# design 1

Figure 1. Cell outlines without signal wires (design 1).
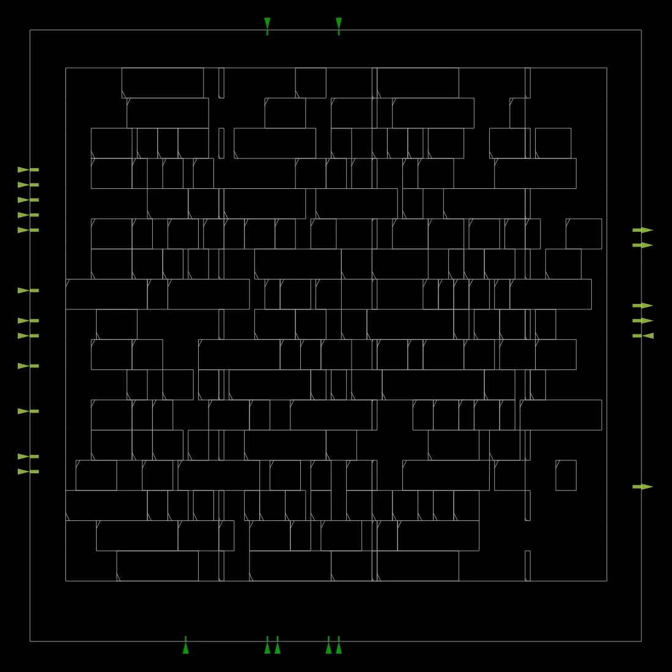

--- src/rtl/serial_cmp_pkg.sv ---
// Shared types and result encodings for the bit-serial magnitude comparator.
package serial_cmp_pkg;

  typedef enum logic [1:0] {
    IDLE  = 2'd0,
    SHIFT = 2'd1,
    DONE  = 2'd2
  } state_t;

  // One-hot result vector ordered {lesser, greater, equal}.
  localparam logic [2:0] RES_EQ = 3'b001;
  localparam logic [2:0] RES_GT = 3'b010;
  localparam logic [2:0] RES_LT = 3'b100;

endpackage

--- src/rtl/cmp_bit_cell.sv ---
// Single-bit MSB-first decision: flags the first differing bit as A>B or A<B.
module cmp_bit_cell (
  input  logic ab,
  input  logic bb,
  input  logic is_sign_bit,
  input  logic signed_mode,
  input  logic decided,
  output logic set_gt,
  output logic set_lt
);

  logic differ;
  logic a_wins;

  assign differ = (ab != bb) && !decided;
  // At the sign bit of a two's complement operand a 0 means the larger value.
  assign a_wins = (is_sign_bit && signed_mode) ? !ab : ab;
  assign set_gt = differ && a_wins;
  assign set_lt = differ && !a_wins;

endmodule

--- src/rtl/serial_magnitude_comparator.sv ---
// Bit-serial signed/unsigned magnitude comparator, MSB-first, start/busy/done handshake.
// Define SERIAL_CMP_EARLY_EXIT_EN to finish on the first differing bit instead of after WIDTH bits.
module serial_magnitude_comparator
  import serial_cmp_pkg::*;
#(
  parameter int WIDTH = 8
) (
  input  logic             clk,
  input  logic             rst,
  input  logic             start,
  input  logic             signed_mode,
  input  logic [WIDTH-1:0] a,
  input  logic [WIDTH-1:0] b,
  output logic             busy,
  output logic             done,
  output logic             equal,
  output logic             greater,
  output logic             lesser
);

  localparam int CNT_W = $clog2(WIDTH + 1);

  state_t             state_q, state_d;
  logic [WIDTH-1:0]   a_sh_q, a_sh_d;
  logic [WIDTH-1:0]   b_sh_q, b_sh_d;
  logic               signed_q, signed_d;
  logic               decided_q, decided_d;
  logic [CNT_W-1:0]   cnt_q, cnt_d;
  logic               eq_q, eq_d;
  logic               gt_q, gt_d;
  logic               lt_q, lt_d;
  logic               load;
  logic               set_gt, set_lt;

  cmp_bit_cell u_cell (
    .ab          (a_sh_q[WIDTH-1]),
    .bb          (b_sh_q[WIDTH-1]),
    .is_sign_bit (cnt_q == CNT_W'(WIDTH)),
    .signed_mode (signed_q),
    .decided     (decided_q),
    .set_gt      (set_gt),
    .set_lt      (set_lt)
  );

  assign load = start && ((state_q == IDLE) || (state_q == DONE));

  always_comb begin
    // NOTE: every signal gets a default first so no path leaves it unassigned (no latches).
    state_d   = state_q;
    a_sh_d    = a_sh_q;
    b_sh_d    = b_sh_q;
    signed_d  = signed_q;
    decided_d = decided_q;
    cnt_d     = cnt_q;
    eq_d      = eq_q;
    gt_d      = gt_q;
    lt_d      = lt_q;

    case (state_q)
      IDLE:  state_d = IDLE;
      SHIFT: begin
        a_sh_d = a_sh_q << 1;
        b_sh_d = b_sh_q << 1;
        cnt_d  = cnt_q - CNT_W'(1);
        if (set_gt || set_lt) begin
          decided_d = 1'b1;
          gt_d      = set_gt;
          lt_d      = set_lt;
        end
        if (cnt_q == CNT_W'(1)) begin
          state_d = DONE;
          if (!decided_q && !set_gt && !set_lt) eq_d = 1'b1;
        end
`ifdef SERIAL_CMP_EARLY_EXIT_EN
        if (set_gt || set_lt) state_d = DONE;
`endif
      end
      DONE:    state_d = IDLE;
      default: state_d = IDLE;
    endcase

    // An accepted start clears the previous result on the edge it latches operands.
    if (load) begin
      state_d   = SHIFT;
      a_sh_d    = a;
      b_sh_d    = b;
      signed_d  = signed_mode;
      decided_d = 1'b0;
      cnt_d     = CNT_W'(WIDTH);
      eq_d      = 1'b0;
      gt_d      = 1'b0;
      lt_d      = 1'b0;
    end
  end

  always_ff @(posedge clk) begin
    // NOTE: sequential state uses non-blocking assignments so all flops update together.
    if (rst) begin
      state_q   <= IDLE;
      a_sh_q    <= '0;
      b_sh_q    <= '0;
      signed_q  <= 1'b0;
      decided_q <= 1'b0;
      cnt_q     <= '0;
      eq_q      <= 1'b0;
      gt_q      <= 1'b0;
      lt_q      <= 1'b0;
    end else begin
      state_q   <= state_d;
      a_sh_q    <= a_sh_d;
      b_sh_q    <= b_sh_d;
      signed_q  <= signed_d;
      decided_q <= decided_d;
      cnt_q     <= cnt_d;
      eq_q      <= eq_d;
      gt_q      <= gt_d;
      lt_q      <= lt_d;
    end
  end

  assign busy    = (state_q == SHIFT);
  assign done    = (state_q == DONE);
  assign equal   = eq_q;
  assign greater = gt_q;
  assign lesser  = lt_q;

endmodule

--- config.mk ---
export PLATFORM = sky130hd
export DESIGN_NAME = serial_magnitude_comparator
export DESIGN_NICKNAME = d
export VERILOG_FILES = /design/src/rtl/serial_cmp_pkg.sv /design/src/rtl/cmp_bit_cell.sv /design/src/rtl/serial_magnitude_comparator.sv
export SDC_FILE = /design/constraint.sdc
export NUM_CORES = 1
export LEC_CHECK = 0
export ABC_CLOCK_PERIOD_IN_PS = 2000
export CORE_MARGIN = 3
export CORE_UTILIZATION = 49
export DETAILED_ROUTE_END_ITERATION = 7
export GPL_ROUTABILITY_DRIVEN = 1
export PLACE_DENSITY = 0.84
export SETUP_SLACK_MARGIN = 0.4
export SLEW_MARGIN = 40
export SYNTH_ARGS = -nofsm -noshare
export SYNTH_HDL_FRONTEND = slang
export SYNTH_HIERARCHICAL = 1
export SYNTH_SLANG_ARGS = --single-unit
--- constraint.sdc ---
create_clock -name clk -period 2 [get_ports clk]
set_input_delay 0.4 -clock clk [delete_from_list [all_inputs] [get_ports clk]]
set_output_delay 0.4 -clock clk [all_outputs]
set_load 0.02 [all_outputs]
# design 2

==> src/rtl/mux_seq_pkg.sv <==
// Shared types and constants for the registered N-channel multiplexer.
package mux_seq_pkg;

  typedef enum logic {
    EMPTY = 1'b0,
    FULL  = 1'b1
  } buf_state_e;

  localparam logic MODE_MANUAL = 1'b0;
  localparam logic MODE_SCAN   = 1'b1;

endpackage

==> src/rtl/mux_sel_ctrl.sv <==
// Select register for mux_seq_n: range-checked loads, auto-scan with wrap, sticky error.
module mux_sel_ctrl
  import mux_seq_pkg::*;
#(
  parameter int unsigned CHANNELS = 4,
  parameter int unsigned SEL_W    = $clog2(CHANNELS)
) (
  input  logic             clk,
  input  logic             rst_n,
  input  logic             i_mode,
  input  logic [SEL_W-1:0] i_sel_in,
  input  logic             i_sel_load,
  input  logic             i_capture,
  output logic [SEL_W-1:0] o_sel,
  output logic             o_sel_err
);

  localparam logic [SEL_W-1:0] LastSel = SEL_W'(CHANNELS - 1);

  logic [SEL_W-1:0] r_sel;
  logic [SEL_W-1:0] w_sel_next;
  logic             r_sel_err;
  logic             w_sel_err_next;
  logic             w_in_range;

  assign w_in_range = (32'(i_sel_in) < CHANNELS);

  // A load always beats the scan step; an out-of-range load leaves the select untouched.
  always_comb begin
    w_sel_next     = r_sel;
    w_sel_err_next = r_sel_err;
    if (i_sel_load) begin
      if (w_in_range) begin
        w_sel_next = i_sel_in;
      end else begin
        w_sel_err_next = 1'b1;
      end
    end else if ((i_mode == MODE_SCAN) && i_capture) begin
      w_sel_next = (r_sel == LastSel) ? '0 : r_sel + SEL_W'(1);
    end
  end

  always_ff @(posedge clk or negedge rst_n) begin
    if (!rst_n) begin
      r_sel     <= '0;
      r_sel_err <= 1'b0;
    end else begin
      r_sel     <= w_sel_next;
      r_sel_err <= w_sel_err_next;
    end
  end

  assign o_sel     = r_sel;
  assign o_sel_err = r_sel_err;

endmodule

==> src/rtl/mux_seq_n.sv <==
// Registered CHANNELS:1 multiplexer with a one-entry valid/ready output buffer.
module mux_seq_n
  import mux_seq_pkg::*;
#(
  parameter int unsigned WIDTH    = 4,
  parameter int unsigned CHANNELS = 4,
  localparam int unsigned SEL_W   = $clog2(CHANNELS)
) (
  input  logic                      clk,
  input  logic                      rst_n,
  input  logic [CHANNELS*WIDTH-1:0] din,
  input  logic                      in_valid,
  output logic                      in_ready,
  input  logic                      mode,
  input  logic [SEL_W-1:0]          sel_in,
  input  logic                      sel_load,
  output logic [WIDTH-1:0]          dout,
  output logic [SEL_W-1:0]          ch_out,
  output logic                      out_valid,
  input  logic                      out_ready,
  output logic                      sel_err
);

  buf_state_e       r_state;
  buf_state_e       w_state_next;
  logic [WIDTH-1:0] r_dout;
  logic [SEL_W-1:0] r_ch;
  logic [WIDTH-1:0] w_sel_data;
  logic [SEL_W-1:0] w_sel;
  logic             w_sel_err;
  logic             w_capture;
  logic             w_accept;

  assign in_ready  = (r_state == EMPTY) || out_ready;
  assign w_capture = in_valid && in_ready;
  assign w_accept  = (r_state == FULL) && out_ready;

  mux_sel_ctrl #(
    .CHANNELS (CHANNELS),
    .SEL_W    (SEL_W)
  ) u_sel_ctrl (
    .clk        (clk),
    .rst_n      (rst_n),
    .i_mode     (mode),
    .i_sel_in   (sel_in),
    .i_sel_load (sel_load),
    .i_capture  (w_capture),
    .o_sel      (w_sel),
    .o_sel_err  (w_sel_err)
  );

  // Compare against each legal code so unused select codes (non power-of-two) route zero.
  always_comb begin
    w_sel_data = '0;
    for (int k = 0; k < CHANNELS; k++) begin
      if (w_sel == SEL_W'(k)) begin
        w_sel_data = din[k*WIDTH +: WIDTH];
      end
    end
  end

  always_comb begin
    w_state_next = r_state;
    unique case (r_state)
      EMPTY: begin
        if (w_capture) w_state_next = FULL;
      end
      FULL: begin
        if (w_accept && !w_capture) w_state_next = EMPTY;
      end
      default: w_state_next = EMPTY;
    endcase
  end

  always_ff @(posedge clk or negedge rst_n) begin
    if (!rst_n) begin
      r_state <= EMPTY;
      r_dout  <= '0;
      r_ch    <= '0;
    end else begin
      r_state <= w_state_next;
      if (w_capture) begin
        r_dout <= w_sel_data;
        r_ch   <= w_sel;
      end
    end
  end

  assign dout      = r_dout;
  assign ch_out    = r_ch;
  assign out_valid = (r_state == FULL);
  assign sel_err   = w_sel_err;

endmodule

==> config.mk <==
export PLATFORM = sky130hd
export DESIGN_NAME = mux_seq_n
export DESIGN_NICKNAME = d
export VERILOG_FILES = /design/src/rtl/mux_seq_pkg.sv /design/src/rtl/mux_sel_ctrl.sv /design/src/rtl/mux_seq_n.sv
export SDC_FILE = /design/constraint.sdc
export NUM_CORES = 1
export LEC_CHECK = 0
export CORE_MARGIN = 8
export CORE_UTILIZATION = 40
export CTS_CLUSTER_DIAMETER = 150
export DETAILED_ROUTE_END_ITERATION = 6
export GPL_TIMING_DRIVEN = 0
export PLACE_DENSITY = 0.78
export SYNTH_ARGS = -nofsm -noshare
export SYNTH_HDL_FRONTEND = slang
export SYNTH_SLANG_ARGS = --single-unit
==> constraint.sdc <==
create_clock -name clk -period 4 [get_ports clk]
set_input_delay 1 -clock clk [delete_from_list [all_inputs] [get_ports clk]]
set_output_delay 1 -clock clk [all_outputs]
set_load 0.03 [all_outputs]

==> screenshots <==
Cells colored by class.
Scale: 4 px per µm.
picture 1
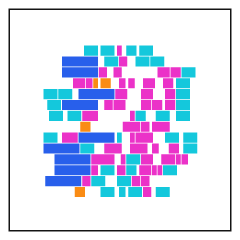
picture 2
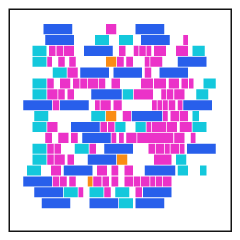
The one with the most cells is picture 2.
The one with the most sequential cells is picture 2.
Design 1 is picture 2.
Design 2 is picture 1.

Key to picture 1:
blue -> flops  # cells 9
orange -> clock drivers and dummy loads  # cells 4
magenta -> all other logic  # cells 47
cyan -> other buffers and delay cells  # cells 35

Figure 2. Wires at chosen ports, followed through buffers (design 2).
Scale: 8 px per µm.
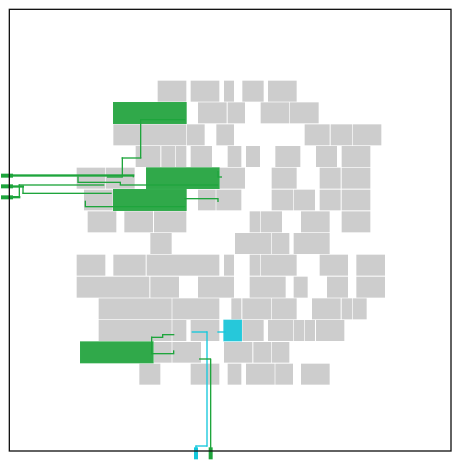
green -> dout  # bits 4, direction output, end cells 4, buffers 4, wire 116 µm
cyan -> out_ready  # bits 1, direction input, end cells 1, buffers 1, wire 18.6 µm

==> summary.txt, design 2 <==
layout cells sized above 1: 0.105
global placement routability congestion: 0.704
Worst path slowest cell: clkdlybuf4s50_1
non-clk buf share: 0.347
initial core utilization: 0.414
DR iter-0 viols: 7
diodes inserted: 0
post-route insts no fill: 111
crit path buf inv count: 3
Setup WS pre-CTS: 0.577 ns
Worst EP required: 3.00 ns
yosys cell count: 61
Mux area share: 0.0370
Yosys cell types: 26
ANT nets after route: 0
IO Pins: 33
Hold Path Stages: 1
CP endpoint kind: output port
Setup crit start kind: input pin
top layer in use: met4
DRC Markers: 0
met2 routed WL: 739 µm
flop-to-flop setup slack: 2.46 ns
Setup WS post-layout: 0.574 ns
run status: complete, no violations
first-pass GRT wire length: 2560 µm
Layout area overhead: 56.9%
design 2: report_power, final:
group / internal [mW] / switching, mW / total, mW
Sequential: 0.107 / 0.0108 / 0.118
Combinational: 0.0735 / 0.0741 / 0.148
Clock: 0.0384 / 0.0305 / 0.0689
design 2: placed cells by master, fill, tap and decap left out, drive strengths merged, types with 2 or more instances in the layout:
master	n
clkdlybuf4s50	30
dfrtp	9
nand2b	5
clkbuf	5
ha	4
buf	4
nand2	4
inv	3
and3b	3
a21o	3
a211oi	3
nand3	3
o2bb2ai	3
mux2	2
nand4	2
o311ai	2
a21oi	2
Figure 3. Clock distribution (design 1).
Scale: 4 px per µm.
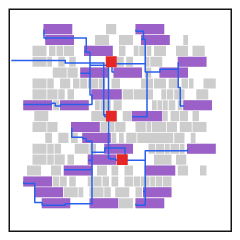
purple -> flip-flops  # count 27
blue -> clock wires  # length 284 µm
red -> cells driving clock nets  # count 3
routed clock nets = 4

## Picture notes: Figure 1
row count: 17
# Taps: 28
fin util: 0.648

==> summary.txt, design 1 <==
Worst EP required: 2.22 ns
Critical Path End: greater
ANT nets after route: 0
gr usage total: 0.183
Cells after Synth: 136
min cycle time layout: 1.53 ns
register area: 544 µm²
Final period util: 0.767
Worst-Margin Slew: 0.443 ns
final instance area: 1460 µm²
CTS tree: yes
Root Driver: clkbuf_4
Top class by area: logic gates
final hold slack: 0.468 ns
most common logic cell in the routed design: dfxtp_1
async set-reset flop share out of synthesis: 0
diodes inserted: 0
met2 routed WL: 1270 µm
tool warnings: 29
Net Switching: 0.284 mW
yosys cell count: 136
Top-area cell share: 0.458
number of global-route vias before repair: 959
CTS Hold Bufs: 0
FF-to-FF Start: cnt_q[0]
Combinational Power Share: 0.198
Clock Skews: 0.00884 ns
run status: complete, no violations
clock slew at reported path FFs: 0.14 ns
CP top delay family: simple AND/OR/NAND/NOR gates
Power, Total: 1.04 mW
Sw Ratio: 0.273
DR iter-0 viols: 30
Chip Area, Yosys: 1180 µm²
Filler Cell Count: 213
# port buffers: 24
==> design 1: sequential cells by signal, indices dropped and copies added (netlist names) <==
signal     count
lesser         1
equal          1
state_q        2
decided_q      1
signed_q       1
greater        1
b_sh_q         8
a_sh_q         8
cnt_q          4
==> design 1: cell families after synthesis <==
| kind of cell | Yosys count | share of synthesized area |
|---|---|---|
| XOR/XNOR | 1 | 0.00742 |
| adder cells (fa/ha/maj) | 2 | 0.0212 |
| AND-OR/OR-AND | 41 | 0.210 |
| flip-flops | 27 | 0.458 |
| buffers and inverters | 14 | 0.0763 |
| AND/OR/NAND/NOR | 51 | 0.228 |


==> notes/layouts.md <==
Pictures saved along the way, in no particular order.

Where the registers sit.
Scale: 4 px per µm. Other sequential cells in the stronger gray, the rest of the logic in the fainter gray.
image #1
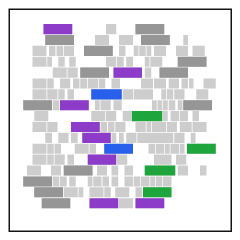
image #2
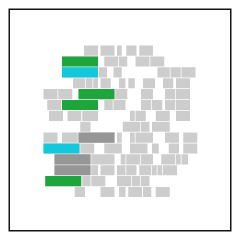
- design 1 = image #1
- design 2 = image #2
Of these, most sequential cells: image #1
Of these, most cells: image #1

Power and IR drop assume default switching activity.
